# ---- block 1 ----
`src/rtl/cdc_pkg.sv`:
```
// Shared types and Gray/binary helpers for the async-FIFO pointer logic.
// The helpers work on a fixed 32-bit width. Narrower values are zero-extended into them.
package cdc_pkg;

    typedef enum logic {SIDE_RD, SIDE_WR} ptr_side_e;

    localparam int unsigned MAX_CONV_STAGES = 2;
    localparam int unsigned CDC_MAX_WIDTH   = 32;

    function automatic logic [CDC_MAX_WIDTH-1:0] bin2gray(input logic [CDC_MAX_WIDTH-1:0] b);
        return b ^ (b >> 1);
    endfunction

    // XOR-prefix from the MSB. Zero-extended upper bits leave the lower result untouched.
    function automatic logic [CDC_MAX_WIDTH-1:0] gray2bin(input logic [CDC_MAX_WIDTH-1:0] g);
        logic [CDC_MAX_WIDTH-1:0] b;
        b[CDC_MAX_WIDTH-1] = g[CDC_MAX_WIDTH-1];
        for (int i = CDC_MAX_WIDTH - 2; i >= 0; i--) begin
            b[i] = b[i+1] ^ g[i];
        end
        return b;
    endfunction

endpackage

```
`src/rtl/gray2bin_pipe.sv`:
```
// Gray-to-binary converter with 0..2 register stages; the two-stage form splits the
// XOR prefix chain between the upper and lower halves of the word.
module gray2bin_pipe
    import cdc_pkg::*;
#(
    parameter int unsigned DATA_WIDTH = 4,
    parameter int unsigned STAGES     = 1
) (
    input  logic                  clk_i,
    input  logic                  rst_ni,
    input  logic [DATA_WIDTH-1:0] gray_i,
    output logic [DATA_WIDTH-1:0] bin_o
);

    if (STAGES == 0) begin : g_comb
        assign bin_o = DATA_WIDTH'(gray2bin(CDC_MAX_WIDTH'(gray_i)));
    end else if (STAGES == 1) begin : g_one
        logic [DATA_WIDTH-1:0] bin_q;
        always_ff @(posedge clk_i or negedge rst_ni) begin
            if (!rst_ni) begin
                bin_q <= '0;
            end else begin
                bin_q <= DATA_WIDTH'(gray2bin(CDC_MAX_WIDTH'(gray_i)));
            end
        end
        assign bin_o = bin_q;
    end else begin : g_two
        localparam int Lo = int'(DATA_WIDTH / 2);
        localparam int Hi = int'(DATA_WIDTH) - Lo;

        logic [Hi-1:0]         hi_d, hi_q;
        logic [Lo-1:0]         lo_q, lo_bin;
        logic [DATA_WIDTH-1:0] bin_q;

        // Stage 1 resolves the upper half and carries the lower Gray bits forward.
        always_comb begin
            hi_d[Hi-1] = gray_i[DATA_WIDTH-1];
            for (int i = Hi - 2; i >= 0; i--) begin
                hi_d[i] = hi_d[i+1] ^ gray_i[i+Lo];
            end
        end

        always_comb begin
            lo_bin[Lo-1] = hi_q[0] ^ lo_q[Lo-1];
            for (int i = Lo - 2; i >= 0; i--) begin
                lo_bin[i] = lo_bin[i+1] ^ lo_q[i];
            end
        end

        always_ff @(posedge clk_i or negedge rst_ni) begin
            if (!rst_ni) begin
                hi_q  <= '0;
                lo_q  <= '0;
                bin_q <= '0;
            end else begin
                hi_q  <= hi_d;
                lo_q  <= gray_i[Lo-1:0];
                bin_q <= {hi_q, lo_bin};
            end
        end
        assign bin_o = bin_q;
    end

endmodule

```
`src/rtl/gray_ptr_ctrl.sv`:
```
// One side of an async FIFO: local binary/Gray pointer, remote pointer decode,
// and registered level / full-or-empty / almost / error flags.
module gray_ptr_ctrl
    import cdc_pkg::*;
#(
    parameter int unsigned ADDR_WIDTH  = 3,
    parameter bit          IS_WRITE    = 1'b1,
    parameter int unsigned CONV_STAGES = 1,
    parameter int unsigned ALMOST_THR  = 1
) (
    input  logic                clk_i,
    input  logic                rst_ni,
    input  logic                inc_i,
    input  logic [ADDR_WIDTH:0] remote_gray_i,
    output logic [ADDR_WIDTH:0] ptr_bin_o,
    output logic [ADDR_WIDTH:0] ptr_gray_o,
    output logic [ADDR_WIDTH-1:0] addr_o,
    output logic                block_o,
    output logic                almost_o,
    output logic [ADDR_WIDTH:0] level_o,
    output logic                err_o
);

    localparam int unsigned PW    = ADDR_WIDTH + 1;
    localparam int unsigned Depth = 1 << ADDR_WIDTH;
    localparam ptr_side_e   Side  = IS_WRITE ? SIDE_WR : SIDE_RD;
    localparam logic BlockRst     = (Side == SIDE_RD);
    localparam logic AlmostRst    = (Side == SIDE_RD) ? 1'b1 : (Depth <= ALMOST_THR);

    if (CONV_STAGES > MAX_CONV_STAGES) begin : g_chk_stages
        $error("gray_ptr_ctrl: CONV_STAGES must be 0..2");
    end
    if (ADDR_WIDTH < 1) begin : g_chk_aw
        $error("gray_ptr_ctrl: ADDR_WIDTH must be at least 1");
    end
    if (ALMOST_THR > Depth) begin : g_chk_thr
        $error("gray_ptr_ctrl: ALMOST_THR exceeds FIFO depth");
    end

    logic [PW-1:0] bin_d, bin_q;
    logic [PW-1:0] gray_d, gray_q;
    logic [PW-1:0] level_d, level_q;
    logic          block_d, block_q;
    logic          almost_d, almost_q;
    logic          err_d, err_q;
    logic          accept;
    logic          bad;
    logic [PW-1:0] remote_bin;
    logic [PW-1:0] raw;
    logic [31:0]   raw_w;

    gray2bin_pipe #(
        .DATA_WIDTH (PW),
        .STAGES     (CONV_STAGES)
    ) u_remote_conv (
        .clk_i  (clk_i),
        .rst_ni (rst_ni),
        .gray_i (remote_gray_i),
        .bin_o  (remote_bin)
    );

    // Flags are computed from the post-accept pointer so they never lag the local side.
    always_comb begin
        accept = inc_i && !block_q;
        bin_d  = bin_q + PW'(accept);
        gray_d = PW'(bin2gray(CDC_MAX_WIDTH'(bin_d)));
        raw    = (Side == SIDE_WR) ? (bin_d - remote_bin) : (remote_bin - bin_d);
        raw_w  = 32'(raw);
        bad    = raw_w > Depth;
        err_d  = (inc_i && block_q) || bad;

        if (bad) begin
            block_d  = 1'b1;
            almost_d = 1'b1;
            level_d  = (Side == SIDE_WR) ? PW'(Depth) : '0;
        end else if (Side == SIDE_WR) begin
            block_d  = (raw_w == Depth);
            almost_d = ((Depth - raw_w) <= ALMOST_THR);
            level_d  = raw;
        end else begin
            block_d  = (raw_w == 32'd0);
            almost_d = (raw_w <= ALMOST_THR);
            level_d  = raw;
        end
    end

    always_ff @(posedge clk_i or negedge rst_ni) begin
        if (!rst_ni) begin
            bin_q    <= '0;
            gray_q   <= '0;
            level_q  <= '0;
            block_q  <= BlockRst;
            almost_q <= AlmostRst;
            err_q    <= 1'b0;
        end else begin
            bin_q    <= bin_d;
            gray_q   <= gray_d;
            level_q  <= level_d;
            block_q  <= block_d;
            almost_q <= almost_d;
            err_q    <= err_d;
        end
    end

    assign ptr_bin_o  = bin_q;
    assign ptr_gray_o = gray_q;
    assign addr_o     = bin_q[ADDR_WIDTH-1:0];
    assign block_o    = block_q;
    assign almost_o   = almost_q;
    assign level_o    = level_q;
    assign err_o      = err_q;

endmodule

```
`config.mk`:
```
export PLATFORM = sky130hd
export DESIGN_NAME = gray_ptr_ctrl
export DESIGN_NICKNAME = d
export VERILOG_FILES = /design/src/rtl/cdc_pkg.sv /design/src/rtl/gray2bin_pipe.sv /design/src/rtl/gray_ptr_ctrl.sv
export SDC_FILE = /design/constraint.sdc
export NUM_CORES = 1
export LEC_CHECK = 0
export ABC_CLOCK_PERIOD_IN_PS = 3500
export CAP_MARGIN = 30
export CORE_ASPECT_RATIO = 0.9
export CORE_MARGIN = 4
export CORE_UTILIZATION = 26
export DETAILED_ROUTE_END_ITERATION = 10
export PLACE_DENSITY = 0.47
export SYNTH_ARGS = -nofsm -noshare
export SYNTH_HDL_FRONTEND = slang
export SYNTH_SLANG_ARGS = --single-unit
```
`constraint.sdc`:
```
create_clock -name clk_i -period 3.5 [get_ports clk_i]
set_clock_uncertainty 0.05 [all_clocks]
set_input_delay 0.7 -clock clk_i [delete_from_list [all_inputs] [get_ports clk_i]]
set_output_delay 0.7 -clock clk_i [all_outputs]
set_load 0.005 [all_outputs]
```
Fig. 1: block 1, placement density heat map
The die is cut into 7 by 6 equal tiles; black is low, pale yellow is high, 0 to 100% covered.
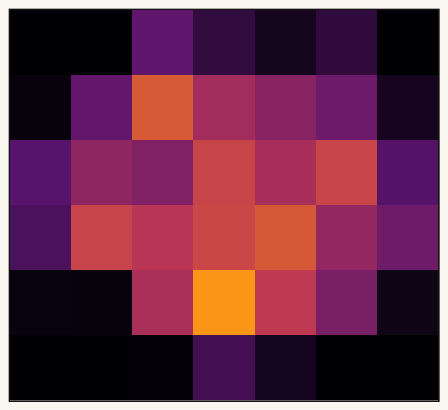
densest ninth of the die = centre
tiles over 75% full = 2.4%
fullest tile = 77%
emptiest ninth of the die = south-west
CORE AREA: 2840 sq um
Starting Density: 0.280
final core occ: 0.383

==> impl_metrics.toml <==
# generated from flow reports
[yosys]
yosys-stat-area_sq_um = 796
ys_seq_elements = 18
yosys.area_share.simple = 0.0833
syn_nets = 74
syn_area_sq_um = 796

[critical_path]
cp-end-kind = "register"
crit_end = "err_o$_DFF_PN0_"
required_ns = 3.65
worst_ep_arrival_time_ns = 3.00

[power]
power_frac_seq = 0.318
power.internal_uw = 709
ir_worst_vdd_uv = 293

[routing]
ant_nets = 0
met1_length_microns = 598

[cells_and_area]
nets = 100
register_area_sq_um = 450

[global_routing]
grt_max_degree = 19
grt_pass1_vias = 563

[clocking]
hold_buffers = 0
cts_setup_buffers = 0

[sta]
worstMarginPinSlew_ns = 0.790
max_slew_margin = 0.472

[run_status]
outcome = "finished, final reports clean"
Fig. 2: block 1, selected gate families
Scale bar: 20 microns.
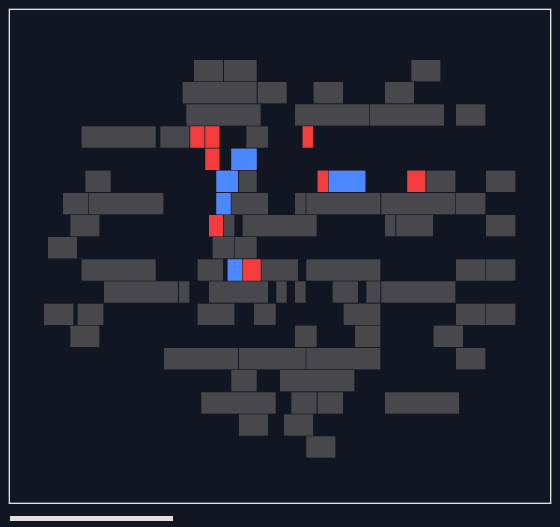
blue -> inverting AOI/OAI gates  # cells 5
red -> NOR gates  # cells 8
post-route insts no fill: 125
Comb area share: 0.273
most frequent logic cell in the layout: clkdlybuf4s50_1

==> area by class of cell <==
| class | count | share of cell area |
|---|---|---|
| Clock buffer | 3 | 0.0207 |
| Inverter | 5 | 0.0173 |
| Multi-Input combinational cell | 34 | 0.273 |
| Sequential cell | 18 | 0.415 |
| Tap cell | 40 | 0.0461 |
| Timing Repair Buffer | 25 | 0.228 |
==> registers in the layout (all words and copies together) (netlist names) <==
register,flops
level_o,4
ptr_bin_o,4
u_remote_conv.bin_o,4
ptr_gray_o,3
almost_o,1
block_o,1
err_o,1
==> worst min-delay path by stage <==
stage	depth (start not counted)	endpoint	slack, ns	startpoint
2_1_floorplan	0	almost_o$_DFF_PN0_	0.35	rst_ni
3_3_place_gp	2	err_o$_DFF_PN0_	0.48	block_o$_DFF_PN0_
3_5_place_dp	2	err_o$_DFF_PN0_	0.48	block_o$_DFF_PN0_
4_1_cts	2	err_o$_DFF_PN0_	0.50	block_o$_DFF_PN0_
5_1_grt	2	err_o$_DFF_PN0_	0.53	block_o$_DFF_PN0_
6_report	2	err_o$_DFF_PN0_	0.49	block_o$_DFF_PN0_

# ---- block 2 ----
Fig. 3: block 2, nets reached from selected ports
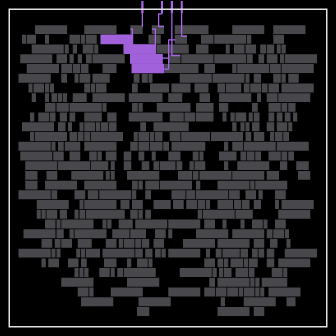
Fig. 4: block 2, placed standard cells
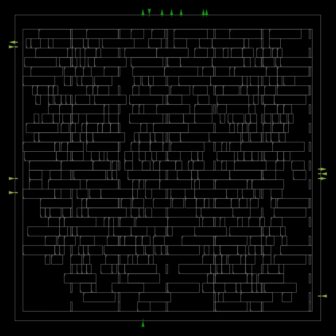
Fig. 5: block 2, met3 routing
Scale bar: 20 microns.
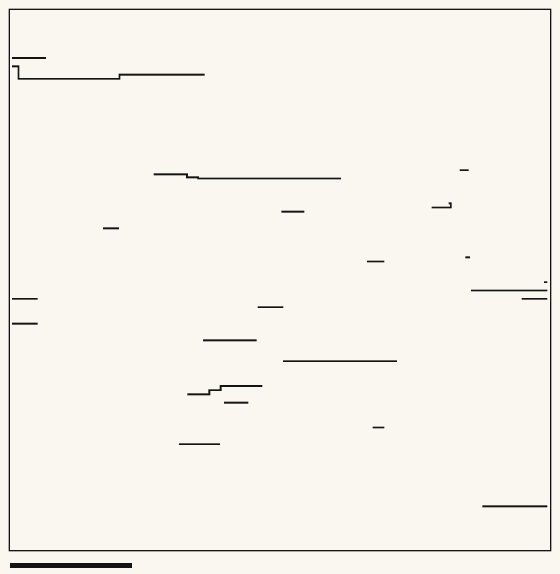
===== src/rtl/snake_pkg.sv =====
// Shared direction definitions for the key filter and the game block.
package snake_pkg;

  // Two-bit heading codes; the code value equals the key bit index.
  typedef enum logic [1:0] {
    DIR_LEFT  = 2'b00,
    DIR_UP    = 2'b01,
    DIR_DOWN  = 2'b10,
    DIR_RIGHT = 2'b11
  } dir_t;

  // Bit positions of each push-button inside key_raw.
  localparam int KEY_LEFT  = 0;
  localparam int KEY_UP    = 1;
  localparam int KEY_DOWN  = 2;
  localparam int KEY_RIGHT = 3;

  // Default debounce length: 1 ms at 50 MHz.
  localparam int DEB_CYCLES_DEF = 50000;

  // Left/right and up/down are bitwise complements of each other.
  function automatic dir_t dir_opposite(input dir_t d);
    return dir_t'(~d);
  endfunction

  // One-hot key map of a direction code.
  function automatic logic [3:0] dir_onehot(input dir_t d);
    return 4'b0001 << d;
  endfunction

endpackage


===== src/rtl/dir_key_filter_if.sv =====
// Key/direction bundle between the game controller and dir_key_filter.
interface dir_key_filter_if;
  logic [3:0] key_raw;
  logic       move_tick;
  logic [3:0] direction;
  logic [1:0] dir_code;
  logic [1:0] queue_cnt;
  logic       drop_pulse;

  modport master (
    output key_raw, move_tick,
    input  direction, dir_code, queue_cnt, drop_pulse
  );

  modport slave (
    input  key_raw, move_tick,
    output direction, dir_code, queue_cnt, drop_pulse
  );
endinterface


===== src/rtl/key_debounce.sv =====
// One push-button: 2-flop synchronizer, debounce counter, stable level and
// a single-cycle press strobe on the accepted 0->1 transition.
module key_debounce
  import snake_pkg::*;
#(
  parameter int DEB_CYCLES = DEB_CYCLES_DEF,
  parameter int CNT_W      = 16
) (
  input  logic clk,
  input  logic clear_n,
  input  logic key_raw,
  output logic press
);

  localparam logic [CNT_W-1:0] CNT_LAST = CNT_W'(DEB_CYCLES - 1);

  logic             sync1_reg;
  logic             sync2_reg;
  logic             stable_reg;
  logic [CNT_W-1:0] cnt_reg;
  logic             differ;
  logic             done;

  assign differ = sync2_reg ^ stable_reg;
  assign done   = differ && (cnt_reg == CNT_LAST);
  // Strobe in the same cycle the stable level rises, so the filter can act
  // on it at the edge where the level is accepted.
  assign press  = done && !stable_reg;

  // Bring the asynchronous button into the clk domain.
  always_ff @(posedge clk or negedge clear_n) begin
    if (!clear_n) begin
      sync1_reg <= 1'b0;
      sync2_reg <= 1'b0;
    end else begin
      sync1_reg <= key_raw;
      sync2_reg <= sync1_reg;
    end
  end

  // Count consecutive disagreeing cycles; flip the level when the run is long enough.
  always_ff @(posedge clk or negedge clear_n) begin
    if (!clear_n) begin
      cnt_reg    <= '0;
      stable_reg <= 1'b0;
    end else if (!differ) begin
      cnt_reg <= '0;
    end else if (done) begin
      cnt_reg    <= '0;
      stable_reg <= ~stable_reg;
    end else begin
      cnt_reg <= cnt_reg + 1'b1;
    end
  end

endmodule


===== src/rtl/dir_key_filter.sv =====
// Direction key filter: debounces four buttons, picks one press per cycle,
// rejects presses equal/opposite to the reference heading and queues them.
// Build option DIR_KEY_QUEUE_EN: two-entry queue with drop_pulse on overflow;
// without it a single holding register that newer presses overwrite.
module dir_key_filter
  import snake_pkg::*;
#(
  parameter int DEB_CYCLES = DEB_CYCLES_DEF,
  parameter int CNT_W      = 16
) (
  input logic             clk,
  input logic             clear_n,
  dir_key_filter_if.slave bus
);

  logic [3:0] press;
  dir_t       sel;
  logic       sel_valid;
  dir_t       ref_dir;
  logic       push;
  logic       pop;

  dir_t       head_reg, head_next;
  dir_t       last_reg, last_next;
  logic [1:0] cnt_reg, cnt_next;
  logic [3:0] direction_reg;
  dir_t       dir_code_reg;
`ifdef DIR_KEY_QUEUE_EN
  dir_t       tail_reg, tail_next;
  logic       drop_next;
  logic       drop_reg;
`endif

  genvar gi;
  generate
    for (gi = 0; gi < 4; gi++) begin : g_key
      key_debounce #(
        .DEB_CYCLES(DEB_CYCLES),
        .CNT_W     (CNT_W)
      ) u_deb (
        .clk    (clk),
        .clear_n(clear_n),
        .key_raw(bus.key_raw[gi]),
        .press  (press[gi])
      );
    end
  endgenerate

  // Pick one press per cycle: right > left > up > down.
  always_comb begin
    sel_valid = 1'b1;
    sel       = DIR_RIGHT;
    if (press[KEY_RIGHT])     sel = DIR_RIGHT;
    else if (press[KEY_LEFT]) sel = DIR_LEFT;
    else if (press[KEY_UP])   sel = DIR_UP;
    else if (press[KEY_DOWN]) sel = DIR_DOWN;
    else                      sel_valid = 1'b0;
  end

  // Reference heading is the newest queued entry, else the last consumed one.
`ifdef DIR_KEY_QUEUE_EN
  assign ref_dir = (cnt_reg == 2'd2) ? tail_reg : ((cnt_reg != 2'd0) ? head_reg : last_reg);
`else
  assign ref_dir = (cnt_reg != 2'd0) ? head_reg : last_reg;
`endif

  assign push = sel_valid && (sel != ref_dir) && (sel != dir_opposite(ref_dir));
  assign pop  = bus.move_tick && (cnt_reg != 2'd0);

  // Next queue contents from the pre-cycle state.
  always_comb begin
    head_next = head_reg;
    last_next = last_reg;
    cnt_next  = cnt_reg;
`ifdef DIR_KEY_QUEUE_EN
    tail_next = tail_reg;
    drop_next = 1'b0;
`endif
    if (pop) last_next = head_reg;
`ifdef DIR_KEY_QUEUE_EN
    case ({push, pop})
      2'b11: begin
        // Count unchanged; a full queue shifts up and takes the press at the tail.
        if (cnt_reg == 2'd2) begin
          head_next = tail_reg;
          tail_next = sel;
        end else begin
          head_next = sel;
        end
      end
      2'b10: begin
        case (cnt_reg)
          2'd0: begin
            head_next = sel;
            cnt_next  = 2'd1;
          end
          2'd1: begin
            tail_next = sel;
            cnt_next  = 2'd2;
          end
          default: drop_next = 1'b1;
        endcase
      end
      2'b01: begin
        head_next = tail_reg;
        cnt_next  = cnt_reg - 2'd1;
      end
      default: ;
    endcase
`else
    if (push) begin
      head_next = sel;
      cnt_next  = 2'd1;
    end else if (pop) begin
      cnt_next = 2'd0;
    end
`endif
  end

  // Queue state and registered outputs derived from the next state.
  always_ff @(posedge clk or negedge clear_n) begin
    if (!clear_n) begin
      head_reg      <= DIR_RIGHT;
      last_reg      <= DIR_RIGHT;
      cnt_reg       <= 2'd0;
      direction_reg <= 4'b0000;
      dir_code_reg  <= DIR_RIGHT;
`ifdef DIR_KEY_QUEUE_EN
      tail_reg      <= DIR_RIGHT;
      drop_reg      <= 1'b0;
`endif
    end else begin
      head_reg      <= head_next;
      last_reg      <= last_next;
      cnt_reg       <= cnt_next;
      direction_reg <= (cnt_next != 2'd0) ? dir_onehot(head_next) : 4'b0000;
      dir_code_reg  <= (cnt_next != 2'd0) ? head_next : last_next;
`ifdef DIR_KEY_QUEUE_EN
      tail_reg      <= tail_next;
      drop_reg      <= drop_next;
`endif
    end
  end

  assign bus.direction = direction_reg;
  assign bus.dir_code  = dir_code_reg;
  assign bus.queue_cnt = cnt_reg;
`ifdef DIR_KEY_QUEUE_EN
  assign bus.drop_pulse = drop_reg;
`else
  assign bus.drop_pulse = 1'b0;
`endif

endmodule


===== src/flat_wrapper.sv =====
// flat-port wrapper written by rule: the top's interface ports become plain ports
module dir_key_filter_flat import snake_pkg::*;
#(
  parameter int DEB_CYCLES = DEB_CYCLES_DEF,
  parameter int CNT_W      = 16
)
  (clk, clear_n, bus_key_raw, bus_move_tick, bus_direction, bus_dir_code, bus_queue_cnt, bus_drop_pulse);
  dir_key_filter_if bus_i ();
  input logic clk;
  input logic clear_n;
  input wire logic [$bits(bus_i.key_raw)-1:0] bus_key_raw;
  input wire logic [$bits(bus_i.move_tick)-1:0] bus_move_tick;
  output wire logic [$bits(bus_i.direction)-1:0] bus_direction;
  output wire logic [$bits(bus_i.dir_code)-1:0] bus_dir_code;
  output wire logic [$bits(bus_i.queue_cnt)-1:0] bus_queue_cnt;
  output wire logic [$bits(bus_i.drop_pulse)-1:0] bus_drop_pulse;
  assign bus_i.key_raw = bus_key_raw;
  assign bus_i.move_tick = bus_move_tick;
  assign bus_direction = bus_i.direction;
  assign bus_dir_code = bus_i.dir_code;
  assign bus_queue_cnt = bus_i.queue_cnt;
  assign bus_drop_pulse = bus_i.drop_pulse;
  dir_key_filter #(.DEB_CYCLES(DEB_CYCLES), .CNT_W(CNT_W)) u_core (.clk(clk), .clear_n(clear_n), .bus(bus_i));
endmodule

===== config.mk =====
export PLATFORM = sky130hd
export DESIGN_NAME = dir_key_filter_flat
export DESIGN_NICKNAME = d
export VERILOG_FILES = /design/src/rtl/snake_pkg.sv /design/src/rtl/dir_key_filter_if.sv /design/src/rtl/key_debounce.sv /design/src/rtl/dir_key_filter.sv /design/src/flat_wrapper.sv
export SDC_FILE = /design/constraint.sdc
export NUM_CORES = 1
export LEC_CHECK = 0
export CAP_MARGIN = 20
export CORE_MARGIN = 2
export CORE_UTILIZATION = 57
export DETAILED_ROUTE_END_ITERATION = 6
export GPL_TIMING_DRIVEN = 0
export PLACE_DENSITY = 0.74
export SLEW_MARGIN = 20
export SYNTH_ARGS = -nofsm -noshare
export SYNTH_HDL_FRONTEND = slang
export SYNTH_SLANG_ARGS = --single-unit

===== constraint.sdc =====
create_clock -name clk -period 4.8 [get_ports clk]
set_input_delay 1.44 -clock clk [delete_from_list [all_inputs] [get_ports clk]]
set_output_delay 1.44 -clock clk [all_outputs]
set_load 0.05 [all_outputs]

==> impl_metrics.toml <==
# generated from flow reports
[critical_path]
critPathKind = "register to output port"
reg2reg_slack_ns = 1.85
startpoint = "u_core.bus.dir_code[1]$_DFF_PN1_"

[clocking]
cts_buffer_depth = 2

[yosys]
muxShareOfSynthArea = 0.0292
synthArstFlopShare = 1.00
fa_ha_area_frac = 0.0123
flop_cell = "dfrtp_1"
yosys-stat-area_sq_um = 4070
aoi_share = 0.0351

[sta]
min_period_ns = 3.10
finalMaxSlewViolations = 0

[hold_path]
hp-class = "register to register"
whs_path_depth = 0

[power]
power_frac_seq = 0.578

[global_routing]
grt_overflow = 0

[run_status]
outcome = "finished, final reports clean"

[routing]
ant_nets = 0
## Picture notes: Fig. 3
purple -> bus_direction  # direction output, end cells 4, buffers 4, wire 55.6 microns
port bufs: 14
Ports: 16

## Picture notes: Fig. 4
CORE AREA: 6830 sq um
post-route insts no fill: 508

## Picture notes: Fig. 5
wire length on this layer = 174 microns
longest straight run = 23.2 microns
share of all routed wire = 2.5%

## placed cells by master (no fill, tap or decap), types with 2 or more instances in the layout
cell             instances
clkbuf_1                 5
a21oi_1                  6
ha_1                     4
or4b_1                   2
nor4_1                   3
dfrtp_1                 82
mux2_4                   2
mux2_2                   5
nor2_1                  69
or3b_1                   2
clkdlybuf4s50_1         13
nor3b_1                  2
o21ai_0                  8
nand3_1                 29
xnor2_1                 23
or4_1                    2
and2_1                   2
nor3_1                   8
nor4b_1                  2
and3_1                  21
clkinv_2                 2
or4bb_1                  4
or3_1                    4
inv_1                    7
buf_4                    2
dfstp_2                  6
nand2_1                 22
xor2_1                  35
nor4bb_1                 4
clkbuf_8                10
nand4_1                  6
## kinds of logic after synthesis
family	after synthesis
AND-OR/OR-AND	20
other	1
buffers and inverters	12
multiplexers	9
flip-flops	88
AND/OR/NAND/NOR	189
XOR/XNOR	58
adder cells (fa/ha/maj)	4
## through the flow
step           TNS [ns]  setup slack [ns]  power, uW
6_report              0              1.70       1320
5_1_grt               0              1.65       1380
4_1_cts               0              1.68       1340
3_5_place_dp          0              1.85        827
3_3_place_gp     -65.74            -0.806        825
2_1_floorplan         0              2.06        798

# ---- block 3 ----
Fig. 6: block 3, nets reached from selected ports
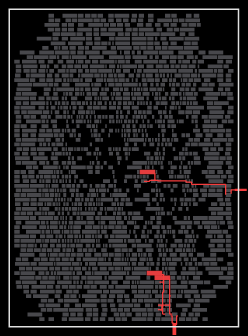
Fig. 7: block 3, placement density heat map
The die is cut into 13 by 19 equal tiles; black is low, pale yellow is high, 0 to 100% covered.
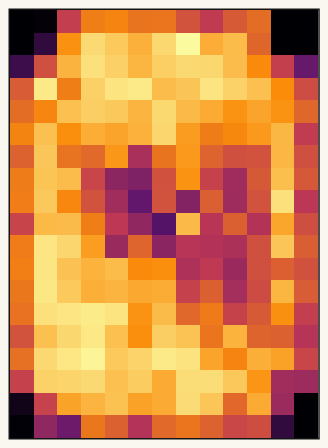
==> src/rtl/alu_pkg.sv <==
// Shared width constant and operation encodings for the Y86 execute-stage ALU.
package alu_pkg;

  localparam int ALU_WIDTH = 64;

  typedef enum logic [1:0] {
    ALU_ADD = 2'd0,
    ALU_SUB = 2'd1,
    ALU_AND = 2'd2,
    ALU_XOR = 2'd3
  } alu_op_e;

endpackage

==> src/rtl/alu_flags.sv <==
// Combinational condition-code generation (ZF, SF, OF) from operands, raw result and op.
module alu_flags
  import alu_pkg::*;
#(
  parameter int WIDTH = ALU_WIDTH
) (
  input  logic [WIDTH-1:0] i_a,
  input  logic [WIDTH-1:0] i_b,
  input  logic [WIDTH-1:0] i_res,
  input  alu_op_e          i_op,
  output logic             o_zf,
  output logic             o_sf,
  output logic             o_of
);

  logic w_sa, w_sb, w_sr;

  assign w_sa = i_a[WIDTH-1];
  assign w_sb = i_b[WIDTH-1];
  assign w_sr = i_res[WIDTH-1];

  assign o_zf = (i_res == '0);
  assign o_sf = w_sr;

  // Signed overflow: the operands' effective signs agree but the result sign differs.
  always_comb begin
    o_of = 1'b0;
    case (i_op)
      ALU_ADD: o_of = (w_sa == w_sb) && (w_sr != w_sa);
      ALU_SUB: o_of = (w_sa != w_sb) && (w_sr != w_sa);
      default: o_of = 1'b0;
    endcase
  end

endmodule

==> src/rtl/alu.sv <==
// Registered Y86 execute-stage ALU with start-edge handshake and done flag.
// Optional ALU_TRACE_DISPLAY_EN adds a simulation trace when done rises.
module alu
  import alu_pkg::*;
#(
  parameter int WIDTH = ALU_WIDTH
) (
  input  logic             clk,
  input  logic             rst,
  input  logic [WIDTH-1:0] a,
  input  logic [WIDTH-1:0] b,
  input  logic [1:0]       sel,
  input  logic             start,
  output logic [WIDTH-1:0] out,
  output logic             overflow,
  output logic             done,
  output logic [2:0]       cc,
  output logic             zf,
  output logic             sf,
  output logic             of
);

  logic             r_start_q;
  logic             r_busy;
  logic [WIDTH-1:0] r_a, r_b, r_out;
  alu_op_e          r_sel;
  logic             r_zf, r_sf, r_of, r_done;

  logic             w_start_edge;
  logic [WIDTH-1:0] w_result;
  logic             w_zf, w_sf, w_of;

  assign w_start_edge = start && !r_start_q;

  always_comb begin
    w_result = '0;
    case (r_sel)
      ALU_ADD: w_result = r_a + r_b;
      ALU_SUB: w_result = r_a - r_b;
      ALU_AND: w_result = r_a & r_b;
      ALU_XOR: w_result = r_a ^ r_b;
      default: w_result = '0;
    endcase
  end

  alu_flags #(.WIDTH(WIDTH)) u_flags (
    .i_a  (r_a),
    .i_b  (r_b),
    .i_res(w_result),
    .i_op (r_sel),
    .o_zf (w_zf),
    .o_sf (w_sf),
    .o_of (w_of)
  );

  always_ff @(posedge clk or posedge rst) begin
    if (rst) begin
      r_start_q <= 1'b0;
      r_busy    <= 1'b0;
      r_a       <= '0;
      r_b       <= '0;
      r_sel     <= ALU_ADD;
      r_out     <= '0;
      r_zf      <= 1'b0;
      r_sf      <= 1'b0;
      r_of      <= 1'b0;
      r_done    <= 1'b0;
    end else begin
      r_start_q <= start;
      r_busy    <= w_start_edge;
      if (r_busy) begin
        r_out  <= w_result;
        r_zf   <= w_zf;
        r_sf   <= w_sf;
        r_of   <= w_of;
        r_done <= 1'b1;
      end
      // NOTE: with non-blocking assignments the last write in the block wins, so a
      // back-to-back start edge overrides the completing op's done<=1.
      if (w_start_edge) begin
        r_a    <= a;
        r_b    <= b;
        r_sel  <= alu_op_e'(sel);
        r_done <= 1'b0;
      end
    end
  end

  assign out      = r_out;
  assign zf       = r_zf;
  assign sf       = r_sf;
  assign of       = r_of;
  assign overflow = r_of;
  assign cc       = {r_zf, r_sf, r_of};
  assign done     = r_done;

`ifdef ALU_TRACE_DISPLAY_EN
  always @(posedge clk) begin
    if (!rst && r_busy && !w_start_edge)
      $display("alu: sel=%0d a=%h b=%h out=%h zsf=%b%b%b",
               r_sel, r_a, r_b, w_result, w_zf, w_sf, w_of);
  end
`else
`endif

endmodule

==> config.mk <==
export PLATFORM = sky130hd
export DESIGN_NAME = alu
export DESIGN_NICKNAME = d
export VERILOG_FILES = /design/src/rtl/alu_pkg.sv /design/src/rtl/alu_flags.sv /design/src/rtl/alu.sv
export SDC_FILE = /design/constraint.sdc
export NUM_CORES = 1
export LEC_CHECK = 0
export ABC_CLOCK_PERIOD_IN_PS = 10800
export CORE_ASPECT_RATIO = 1.4
export CORE_MARGIN = 2
export CORE_UTILIZATION = 62
export CTS_BUF_LIST = sky130_fd_sc_hd__clkbuf_8
export DETAILED_ROUTE_END_ITERATION = 10
export PLACE_DENSITY = 0.95
export SYNTH_ARGS = -nofsm -noshare
export SYNTH_HDL_FRONTEND = slang
export SYNTH_HIERARCHICAL = 1
export SYNTH_SLANG_ARGS = --single-unit
==> constraint.sdc <==
create_clock -name clk -period 10.8 [get_ports clk]
set_input_delay 2.7 -clock clk [delete_from_list [all_inputs] [get_ports clk]]
set_output_delay 2.7 -clock clk [all_outputs]
set_load 0.01 [all_outputs]
==> impl_metrics.toml <==
# generated from flow reports
[run_status]
outcome = "finished, final reports clean"

[sta]
max_freq_mhz = 150
finalMaxSlewViolations = 0

[critical_path]
path_depth = 20
cp-end-kind = "register"
critPathKind = "register to register"
crit_end = "zf$_DFFE_PP0P_"
crit_path_top_delay_cell = "dfrtp_2"
path_delay_family = "AND-OR/OR-AND gates"
rr_worst_depth = 20

[cells_and_area]
largest_class = "multi-input combinational cells"
logic_gate_count = 1206
clk_share = 0.0255
sh_seq_area = 0.287

[yosys]
muxShareOfSynthArea = 0.179
ys_seq_elements = 200
synthDistinctLibCells = 73

[routing]
wirelength_mm = 46.7
vias = 13200

[power]
p_leak_uw = 0.00745
swShare = 0.443
cellPowerDensity_nw_per_um2 = 230

[run]
maxCapViolations = 0

[global_routing]
antenna_found_initial = 2
Notes on Fig. 6 above:
red -> cc  # direction output, end cells 3, buffers 3, wire 146 microns

Notes on Fig. 7 above:
nearly empty tiles = 4.0%
tiles over 75% full = 47%
mean over tiles = 68%
fullest tile = 99%
CORE AREA: 23,700 sq um
Starting Density: 0.625

-- flip-flops by register name, indices dropped and copies added, names as in the netlist --
name / cells
r_start_q: 1
r_a: 64
r_busy: 1
r_sel: 2
of: 1
r_b: 64
zf: 1
sf: 1
out: 64
done: 1
-- layer usage --
layer  up-vias  wire length (microns)  GRT usage
met5         -                     13          0
met4         2                   3660      0.252
met3       272                   3110     0.0664
met2       774                  23800      0.659
met1      6312                  16100      0.404
li1       5875                      -          -
-- cells in the final DEF, fill, tap and decap left out, drive strengths merged, types with 14 or more instances in the layout --
| master | instances |
|---|---|
| nand2 | 102 |
| xor2 | 71 |
| nor4 | 29 |
| a21oi | 111 |
| clkbuf | 20 |
| mux2i | 38 |
| nand4 | 26 |
| o31ai | 14 |
| clkdlybuf4s50 | 204 |
| inv | 35 |
| nand2b | 17 |
| dfrtp | 200 |
| o211ai | 17 |
| xnor2 | 50 |
| a21o | 25 |
| ha | 128 |
| nand3 | 23 |
| nor2b | 14 |
| o21ai | 106 |
| nor3 | 20 |
| mux2 | 202 |
| nor2 | 86 |

# ---- block 4 ----
[config.mk]
export PLATFORM = sky130hd
export DESIGN_NAME = div_tick_sel_flat
export DESIGN_NICKNAME = d
export VERILOG_FILES = /design/src/rtl/div_tick_sel_pkg.sv /design/src/rtl/div_tick_sel_if.sv /design/src/rtl/div_tick_sel_tap_edge_det.sv /design/src/rtl/div_tick_sel.sv /design/src/flat_wrapper.sv
export SDC_FILE = /design/constraint.sdc
export NUM_CORES = 1
export LEC_CHECK = 0
export CORE_MARGIN = 2
export CORE_UTILIZATION = 30
export DETAILED_ROUTE_END_ITERATION = 16
export PLACE_DENSITY = 0.53
export REMOVE_ABC_BUFFERS = 1
export SLEW_MARGIN = 20
export SYNTH_ARGS = -nofsm -noshare
export SYNTH_HDL_FRONTEND = slang
export SYNTH_SLANG_ARGS = --single-unit
[constraint.sdc]
create_clock -name clk -period 4.61 [get_ports clk]
set_input_delay 1.383 -clock clk [delete_from_list [all_inputs] [get_ports clk]]
set_output_delay 1.383 -clock clk [all_outputs]
set_load 0.02 [all_outputs]
[src/rtl/div_tick_sel_pkg.sv]
// div_pkg: shared widths, FSM encoding and tap index type for div_tick_sel
package div_pkg;
  localparam int DEF_CW = 8;
  localparam int DEF_SW = 3;
  localparam int DEF_TW = 16;
  typedef enum logic {ST_RUN, ST_SWITCH} state_t;
  typedef logic [DEF_SW-1:0] tap_t;
endpackage

[src/rtl/div_tick_sel_if.sv]
// div_tick_sel_if: divider count in, tap control in, strobe and status out
interface div_tick_sel_if import div_pkg::*; #(
  parameter int CW = DEF_CW,
  parameter int SW = DEF_SW,
  parameter int TW = DEF_TW
);
  logic [CW-1:0] cnt;
  logic          en;
  logic [SW-1:0] sel_in;
  logic          sel_load;
  logic          clr;
  logic          tick;
  logic [SW-1:0] sel_active;
  logic          busy;
  logic [TW-1:0] tick_cnt;
  modport master (output cnt, en, sel_in, sel_load, clr, input tick, sel_active, busy, tick_cnt);
  modport slave (input cnt, en, sel_in, sel_load, clr, output tick, sel_active, busy, tick_cnt);
endinterface

[src/rtl/div_tick_sel_tap_edge_det.sv]
// tap_edge_det: rising-edge detect on the selected divider tap
module tap_edge_det #(
  parameter int CW = 8,
  parameter int SW = 3
) (
  input  logic          clk,
  input  logic          rst,
  input  logic [CW-1:0] cnt,
  input  logic [SW-1:0] sel,
  input  logic [SW-1:0] pend,
  input  logic          load,
  output logic          e
);
  logic prev;
  // on a switch, prime prev from the new tap so the change itself is not an edge
  always_ff @(posedge clk)
    prev <= rst ? 1'b0 : load ? cnt[pend] : cnt[sel];
  assign e = cnt[sel] & ~prev;
endmodule

[src/rtl/div_tick_sel.sv]
// div_tick_sel: divider tap to clock-enable strobe with glitch-free tap switching
module div_tick_sel import div_pkg::*; #(
  parameter int CW = DEF_CW,
  parameter int SW = DEF_SW,
  parameter int TW = DEF_TW
) (
  input logic          clk,
  input logic          rst,
  div_tick_sel_if.slave bus
);
  state_t        state, state_n;
  logic [SW-1:0] pend, pend_n, sel_active;
  logic          e, done, tick, req;
  logic [TW-1:0] tick_cnt;
  assign req  = bus.sel_load && (state == ST_SWITCH || bus.sel_in != sel_active);
  assign done = state == ST_SWITCH && e;
  tap_edge_det #(.CW(CW), .SW(SW)) u_edge (
    .clk(clk), .rst(rst), .cnt(bus.cnt), .sel(sel_active),
    .pend(pend_n), .load(done), .e(e)
  );
  always_comb begin
    pend_n  = req ? bus.sel_in : pend;
    state_n = state == ST_RUN ? (req ? ST_SWITCH : ST_RUN) : (e ? ST_RUN : ST_SWITCH);
  end
  always_ff @(posedge clk) begin
    if (rst) begin
      state      <= ST_RUN;
      pend       <= '0;
      sel_active <= '0;
      tick       <= 1'b0;
      tick_cnt   <= '0;
    end else begin
      state      <= state_n;
      pend       <= pend_n;
      sel_active <= done ? pend_n : sel_active;
      tick       <= bus.en & e;
      tick_cnt   <= bus.clr ? '0 : tick_cnt + TW'(tick);
    end
  end
  assign bus.tick       = tick;
  assign bus.sel_active = sel_active;
  assign bus.busy       = state == ST_SWITCH;
  assign bus.tick_cnt   = tick_cnt;
endmodule

[src/flat_wrapper.sv]
// flat-port wrapper written by rule: the top's interface ports become plain ports
module div_tick_sel_flat import div_pkg::*;
#(
  parameter int CW = DEF_CW,
  parameter int SW = DEF_SW,
  parameter int TW = DEF_TW
)
  (clk, rst, bus_cnt, bus_en, bus_sel_in, bus_sel_load, bus_clr, bus_tick, bus_sel_active, bus_busy, bus_tick_cnt);
  div_tick_sel_if #(.CW(CW), .SW(SW), .TW(TW)) bus_i ();
  input logic clk;
  input logic rst;
  input wire logic [$bits(bus_i.cnt)-1:0] bus_cnt;
  input wire logic [$bits(bus_i.en)-1:0] bus_en;
  input wire logic [$bits(bus_i.sel_in)-1:0] bus_sel_in;
  input wire logic [$bits(bus_i.sel_load)-1:0] bus_sel_load;
  input wire logic [$bits(bus_i.clr)-1:0] bus_clr;
  output wire logic [$bits(bus_i.tick)-1:0] bus_tick;
  output wire logic [$bits(bus_i.sel_active)-1:0] bus_sel_active;
  output wire logic [$bits(bus_i.busy)-1:0] bus_busy;
  output wire logic [$bits(bus_i.tick_cnt)-1:0] bus_tick_cnt;
  assign bus_i.cnt = bus_cnt;
  assign bus_i.en = bus_en;
  assign bus_i.sel_in = bus_sel_in;
  assign bus_i.sel_load = bus_sel_load;
  assign bus_i.clr = bus_clr;
  assign bus_tick = bus_i.tick;
  assign bus_sel_active = bus_i.sel_active;
  assign bus_busy = bus_i.busy;
  assign bus_tick_cnt = bus_i.tick_cnt;
  div_tick_sel #(.CW(CW), .SW(SW), .TW(TW)) u_core (.clk(clk), .rst(rst), .bus(bus_i));
endmodule
==> impl_metrics.toml <==
# generated from flow reports
[critical_path]
startpoint = "bus_sel_in[2]"
worstReg2RegStart = "u_core.bus.sel_active[2]$_SDFFE_PP0N_"
crit_end = "u_core.u_edge.prev$_SDFF_PP0_"

[global_routing]
top_usage_layer = "met2"
grt_max_degree = 17
antenna_found_initial = 0

[hold_path]
whs_path_depth = 1

[run]
maxCapViolations = 0

[cells_and_area]
comb_area_sq_um = 698

[yosys]
synthTopCellsByArea = "dfxtp_1 (40%), xor2_1 (7.0%), nor2_1 (6.3%)"
synthDistinctLibCells = 34
yosys_cells = 134

[clocking]
clk_pin_slew_ns = 0.09
cts_buffer_depth = 2

[placed_design]
dp_cells = 217

[power]
ir_worst_vdd_uv = 124

[run_status]
outcome = "finished, final reports clean"

[sta]
setup_tns_ns = 0

[routing]
ant_nets = 0
==> final cells by class <==
type | count | area share
Multi-Input combinational cell | 97 | 0.410
Sequential cell | 25 | 0.294
Timing Repair Buffer | 36 | 0.211
Tap cell | 50 | 0.0367
Clock buffer | 3 | 0.0242
Inverter | 9 | 0.0198
Clock inverter | 1 | 0.00441
==> through the flow <==
step	worst slack (ns)	hold slack [ns]	power, uW	utilization
finish	1.33	0.503	454	0.426
global route	1.16	0.498	478	0.426
CTS	1.34	0.486	459	0.426
detailed placement	1.05	0.481	329	0.414
global placement	1.14	0.482	327	0.414
floorplan	1.69	0.420	290	-
==> kinds of logic (layout without fill, tap and decap cells) <==
kind of cell | Yosys count | count (layout) | share of synthesized area
AND/OR/NAND/NOR | 53 | 53 | 0.216
flip-flops | 25 | 25 | 0.402
AND-OR/OR-AND | 19 | 19 | 0.133
XOR/XNOR | 15 | 15 | 0.106
buffers and inverters | 12 | 49 | 0.0362
multiplexers | 8 | 8 | 0.0865
adder cells (fa/ha/maj) | 2 | 2 | 0.0201
==> where the power goes <==
part           internal [uW]  switching (uW)  total [uW]
Clock                   61.1            68.0         129
Sequential               224            10.5         234
Combinational           43.2            47.0        90.2
Total                    328             126         454
Fig. 8: block 4, nets reached from selected ports
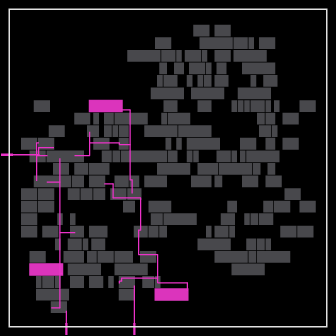
magenta -> bus_sel_active  # direction output, end cells 3, buffers 3, wire 162 microns

Fig. 9: block 4, selected gate families
Scale bar: 20 microns.
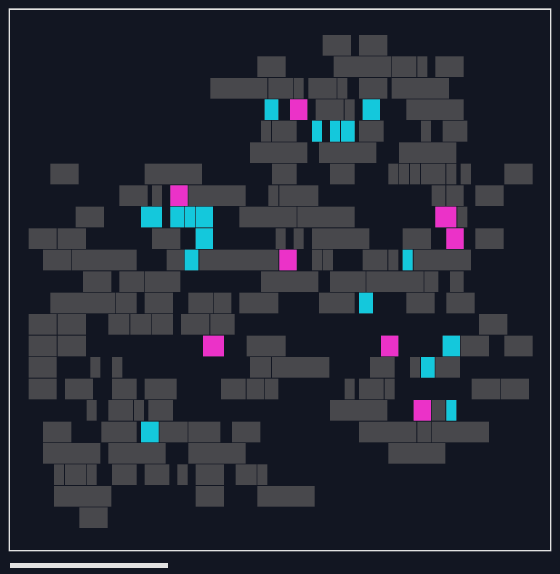
magenta -> AND and OR gates  # cells 8
cyan -> NAND gates  # cells 17

Fig. 10: block 4, placed standard cells
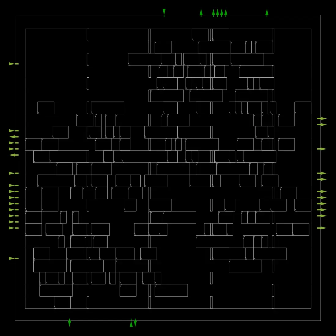
fill cell count: 385
post-route insts no fill: 221
CORE AREA: 4000 sq um
fraction of area in registers: 0.294


# ---- block 5 ----
Fig. 11: block 5, met3 routing
Scale bar: 50 microns.
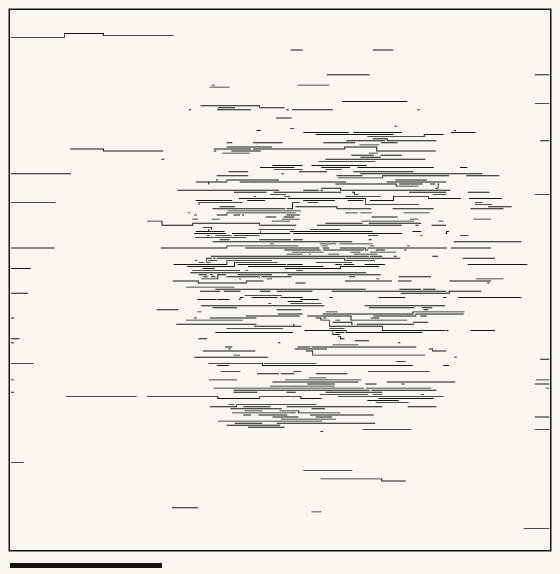
Fig. 12: block 5, placement density heat map
The die is cut into 18 by 18 equal tiles; black is low, pale yellow is high, 0 to 100% covered.
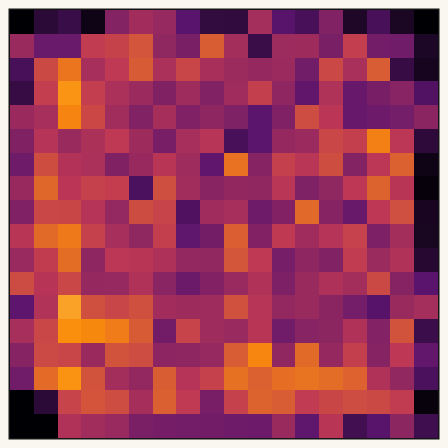
`src/rtl/dds_key_cfg_ctrl.sv`:
```
// rtl/dds_key_cfg_ctrl.sv - debounced key front end and handshaked frequency/waveform config source for the DDS core
module dds_key_cfg_ctrl #(
    parameter int DEB_CNT   = 500_000,
    parameter int FW_W      = 32,
    parameter int FW_MIN    = 85_899,
    parameter int FW_MAX    = 85_899_346,
    parameter int FW_STEP   = 85_899,
    parameter int SWEEP_DIV = 50_000
) (
    input  logic            clk,
    input  logic            rst,
    input  logic [3:0]      key_in,
    input  logic            cfg_ready,
    output logic            cfg_valid,
    output logic [FW_W-1:0] cfg_fword,
    output logic [1:0]      cfg_wave,
    output logic            sweep_on,
    output logic [3:0]      key_evt
);

    localparam int DCW = (DEB_CNT > 1) ? $clog2(DEB_CNT) : 1;
    localparam int PCW = (SWEEP_DIV > 1) ? $clog2(SWEEP_DIV) : 1;
    localparam logic [DCW-1:0] DEB_LAST = DCW'(DEB_CNT - 1);
    localparam logic [PCW-1:0] PRE_LAST = PCW'(SWEEP_DIV - 1);

    localparam logic [FW_W-1:0] FW_MIN_W  = FW_W'(FW_MIN);
    localparam logic [FW_W-1:0] FW_MAX_W  = FW_W'(FW_MAX);
    localparam logic [FW_W-1:0] FW_STEP_W = FW_W'(FW_STEP);
    localparam logic [FW_W:0]   FW_MAX_X  = {1'b0, FW_MAX_W};
    localparam logic [FW_W:0]   FW_STEP_X = {1'b0, FW_STEP_W};
    localparam logic [FW_W:0]   DEC_LIMIT = {1'b0, FW_MIN_W} + FW_STEP_X;

    localparam logic [0:0] ST_IDLE  = 1'b0;
    localparam logic [0:0] ST_OFFER = 1'b1;

    logic [3:0]      sync1_q, sync1_d, sync2_q, sync2_d;
    logic [3:0]      stable_q, stable_d;
    logic [DCW-1:0]  deb_cnt_q [4];
    logic [DCW-1:0]  deb_cnt_d [4];
    logic [3:0]      key_evt_q, key_evt_d;
    logic [FW_W-1:0] fword_q, fword_d;
    logic [1:0]      wave_q, wave_d;
    logic            sweep_q, sweep_d;
    logic [PCW-1:0]  pre_q, pre_d;
    logic            pending_q, pending_d;
    logic [0:0]      state_q, state_d;
    logic [FW_W-1:0] cfg_fword_q, cfg_fword_d;
    logic [1:0]      cfg_wave_q, cfg_wave_d;

    logic [3:0]      press;
    logic            tick;
    logic [FW_W:0]   fw_inc;
    logic [FW_W-1:0] fw_up, fw_dn, fw_sweep;
    logic            cfg_update;

    always_comb begin
        sync1_d = key_in;
        sync2_d = sync1_q;
        stable_d = stable_q;
        for (int i = 0; i < 4; i++) begin
            deb_cnt_d[i] = '0;
            if (sync2_q[i] != stable_q[i]) begin
                if (deb_cnt_q[i] == DEB_LAST) begin
                    stable_d[i] = sync2_q[i];
                end else begin
                    deb_cnt_d[i] = deb_cnt_q[i] + DCW'(1);
                end
            end
        end
        press     = stable_q & ~stable_d;
        key_evt_d = press;
    end

    // Wide sum so a step near the top of the range cannot wrap before the limit check.
    always_comb begin
        fw_inc   = {1'b0, fword_q} + FW_STEP_X;
        fw_up    = (fw_inc > FW_MAX_X) ? FW_MAX_W : fw_inc[FW_W-1:0];
        fw_sweep = (fw_inc > FW_MAX_X) ? FW_MIN_W : fw_inc[FW_W-1:0];
        fw_dn    = ({1'b0, fword_q} >= DEC_LIMIT) ? (fword_q - FW_STEP_W) : FW_MIN_W;
        tick     = sweep_q && (pre_q == PRE_LAST);

        fword_d = fword_q;
        wave_d  = wave_q;
        sweep_d = sweep_q;
        pre_d   = '0;
        if (press[3]) begin
            sweep_d = ~sweep_q;
            if (!sweep_q) begin
                fword_d = FW_MIN_W;
            end
        end else begin
            if (sweep_q) begin
                pre_d = tick ? '0 : pre_q + PCW'(1);
                if (tick) begin
                    fword_d = fw_sweep;
                end
            end
            if (press[2]) begin
                wave_d = (wave_q == 2'd2) ? 2'd0 : wave_q + 2'd1;
            end else if (!sweep_q && press[0]) begin
                fword_d = fw_up;
            end else if (!sweep_q && press[1]) begin
                fword_d = fw_dn;
            end
        end
        cfg_update = (fword_d != fword_q) || (wave_d != wave_q);
    end

    // A change landing on the load cycle keeps pending set so the newer value is re-offered.
    always_comb begin
        state_d     = state_q;
        cfg_fword_d = cfg_fword_q;
        cfg_wave_d  = cfg_wave_q;
        pending_d   = pending_q;
        if (state_q == ST_IDLE) begin
            if (pending_q) begin
                state_d     = ST_OFFER;
                cfg_fword_d = fword_q;
                cfg_wave_d  = wave_q;
                pending_d   = 1'b0;
            end
        end else if (cfg_ready) begin
            state_d = ST_IDLE;
        end
        if (cfg_update) begin
            pending_d = 1'b1;
        end
    end

    always_ff @(posedge clk or negedge rst) begin
        if (!rst) begin
            sync1_q     <= 4'b1111;
            sync2_q     <= 4'b1111;
            stable_q    <= 4'b1111;
            for (int i = 0; i < 4; i++) begin
                deb_cnt_q[i] <= '0;
            end
            key_evt_q   <= '0;
            fword_q     <= FW_MIN_W;
            wave_q      <= '0;
            sweep_q     <= 1'b0;
            pre_q       <= '0;
            pending_q   <= 1'b1;
            state_q     <= ST_IDLE;
            cfg_fword_q <= FW_MIN_W;
            cfg_wave_q  <= '0;
        end else begin
            sync1_q     <= sync1_d;
            sync2_q     <= sync2_d;
            stable_q    <= stable_d;
            for (int i = 0; i < 4; i++) begin
                deb_cnt_q[i] <= deb_cnt_d[i];
            end
            key_evt_q   <= key_evt_d;
            fword_q     <= fword_d;
            wave_q      <= wave_d;
            sweep_q     <= sweep_d;
            pre_q       <= pre_d;
            pending_q   <= pending_d;
            state_q     <= state_d;
            cfg_fword_q <= cfg_fword_d;
            cfg_wave_q  <= cfg_wave_d;
        end
    end

    assign cfg_valid = (state_q == ST_OFFER);
    assign cfg_fword = cfg_fword_q;
    assign cfg_wave  = cfg_wave_q;
    assign sweep_on  = sweep_q;
    assign key_evt   = key_evt_q;

endmodule
```
`config.mk`:
```
export PLATFORM = sky130hd
export DESIGN_NAME = dds_key_cfg_ctrl
export DESIGN_NICKNAME = d
export VERILOG_FILES = /design/src/rtl/dds_key_cfg_ctrl.sv
export SDC_FILE = /design/constraint.sdc
export NUM_CORES = 1
export LEC_CHECK = 0
export CELL_PAD_IN_SITES_DETAIL_PLACEMENT = 1
export CELL_PAD_IN_SITES_GLOBAL_PLACEMENT = 2
export CORE_MARGIN = 2
export CORE_UTILIZATION = 41
export DETAILED_ROUTE_END_ITERATION = 10
export GPL_ROUTABILITY_DRIVEN = 0
export PLACE_DENSITY_LB_ADDON = 0.1
export SETUP_SLACK_MARGIN = 0.2
export SYNTH_ARGS = -nofsm -noshare
export SYNTH_HDL_FRONTEND = slang
export SYNTH_SLANG_ARGS = --single-unit
```
`constraint.sdc`:
```
create_clock -name clk -period 12.9 [get_ports clk]
set_input_delay 3.225 -clock clk [delete_from_list [all_inputs] [get_ports clk]]
set_output_delay 3.225 -clock clk [all_outputs]
set_load 0.05 [all_outputs]
```
==> impl_metrics.toml <==
# generated from flow reports
[power]
swShare = 0.234
power.internal_uw = 857
ir_worst_vdd_uv = 93.9

[yosys]
ys.warnings.count = 0
yosysSeqAreaShare = 0.364
synthCells = 1522
synthDistinctLibCells = 93

[routing]
highest_layer = "met5"
drtPass1Iterations = 5
wl_per_cell_microns = 26.2
wirelength_mm = 50.2
ant_nets = 0

[global_routing]
use_met3 = 0.0846
top_usage_layer = "met2"

[run_status]
outcome = "finished, final reports clean"

[die]
dieWidth_microns = 178

[critical_path]
reg2reg_slack_ns = 7.37
path_delay_family = "AND-OR/OR-AND gates"
required_ns = 13.27
critPathKind = "register to register"

[cells_and_area]
clk_share = 0.0417
layout.cells.non_filler = 1916
inverters = 34

[sta]
max_freq_mhz = 181
finalMaxSlewViolations = 0
min_period_ns = 5.53

[placed_design]
place_area_sq_um = 13200
Notes on Fig. 11 above:
nets with wire on the layer = 197
longest straight run = 57.7 microns

Notes on Fig. 12 above:
mean over tiles = 42%
nearly empty tiles = 1.9%
tiles over 75% full = 1.2%
fullest tile = 80%

-- power by group through the flow --
stage	Sequential [uW]	Combinational (uW)	Clock [uW]
after global placement	581	24.7	0
after floorplan	580	9.10	0
after detailed placement	581	25.2	0
after global routing	571	28.2	558
after CTS	571	25.4	538
final	571	24.1	525
-- worst max-delay path by stage --
stage / from / cells after the start / slack (ns) / to
2_1_floorplan: fword_q[1]$_DFF_PN1_ / 19 / 8.76 / pending_q$_DFFE_PN1P_
3_3_place_gp: rst / 3 / 7.66 / pre_q[6]$_DFF_PN0_
3_5_place_dp: rst / 3 / 7.63 / fword_q[2]$_DFF_PN0_
4_1_cts: fword_q[1]$_DFF_PN1_ / 16 / 7.65 / pending_q$_DFFE_PN1P_
5_1_grt: fword_q[1]$_DFF_PN1_ / 16 / 7.22 / pending_q$_DFFE_PN1P_
6_report: fword_q[5]$_DFF_PN0_ / 14 / 7.37 / pending_q$_DFFE_PN1P_
-- sequential cells by signal, indices dropped and copies added (netlist names), 4 cells and up --
| signal | flops |
|---|---|
| cfg_fword | 32 |
| deb_cnt_q | 76 |
| fword_q | 32 |
| key_evt | 4 |
| pre_q | 16 |
| stable_q | 4 |
| sync1_q | 4 |
| sync2_q | 4 |


## Gallery

Met3 routing.
image #1
Scale bar: 20 microns.
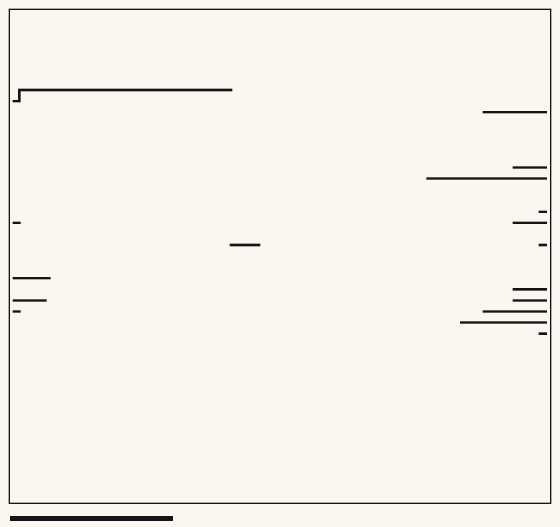
image #2
Scale bar: 20 microns.
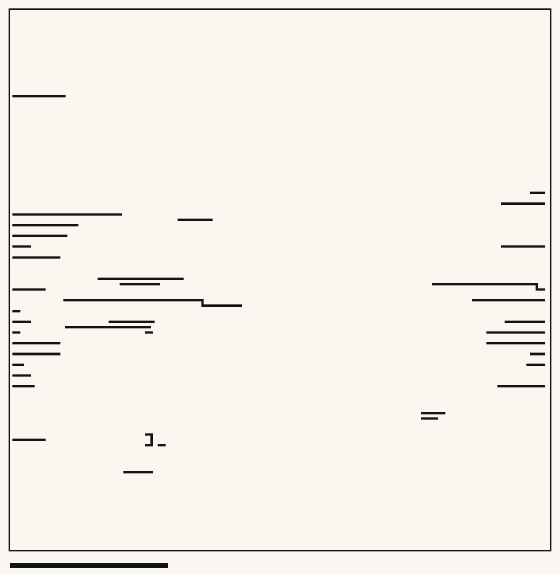
image #3
Scale bar: 50 microns.
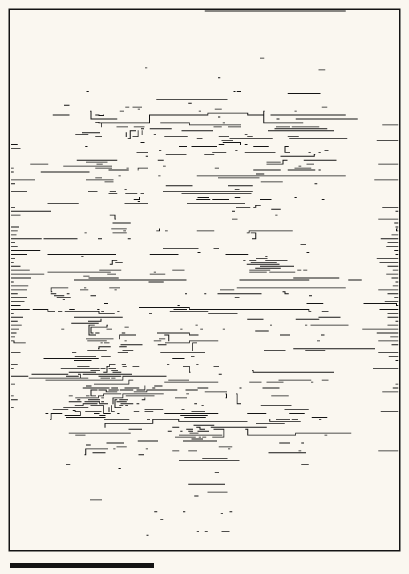
image #3 -> block 3
image #1 -> block 1
image #2 -> block 4
The one with the largest die is image #3.

Power figures rest on the tool's default switching activity, not on a simulated workload.
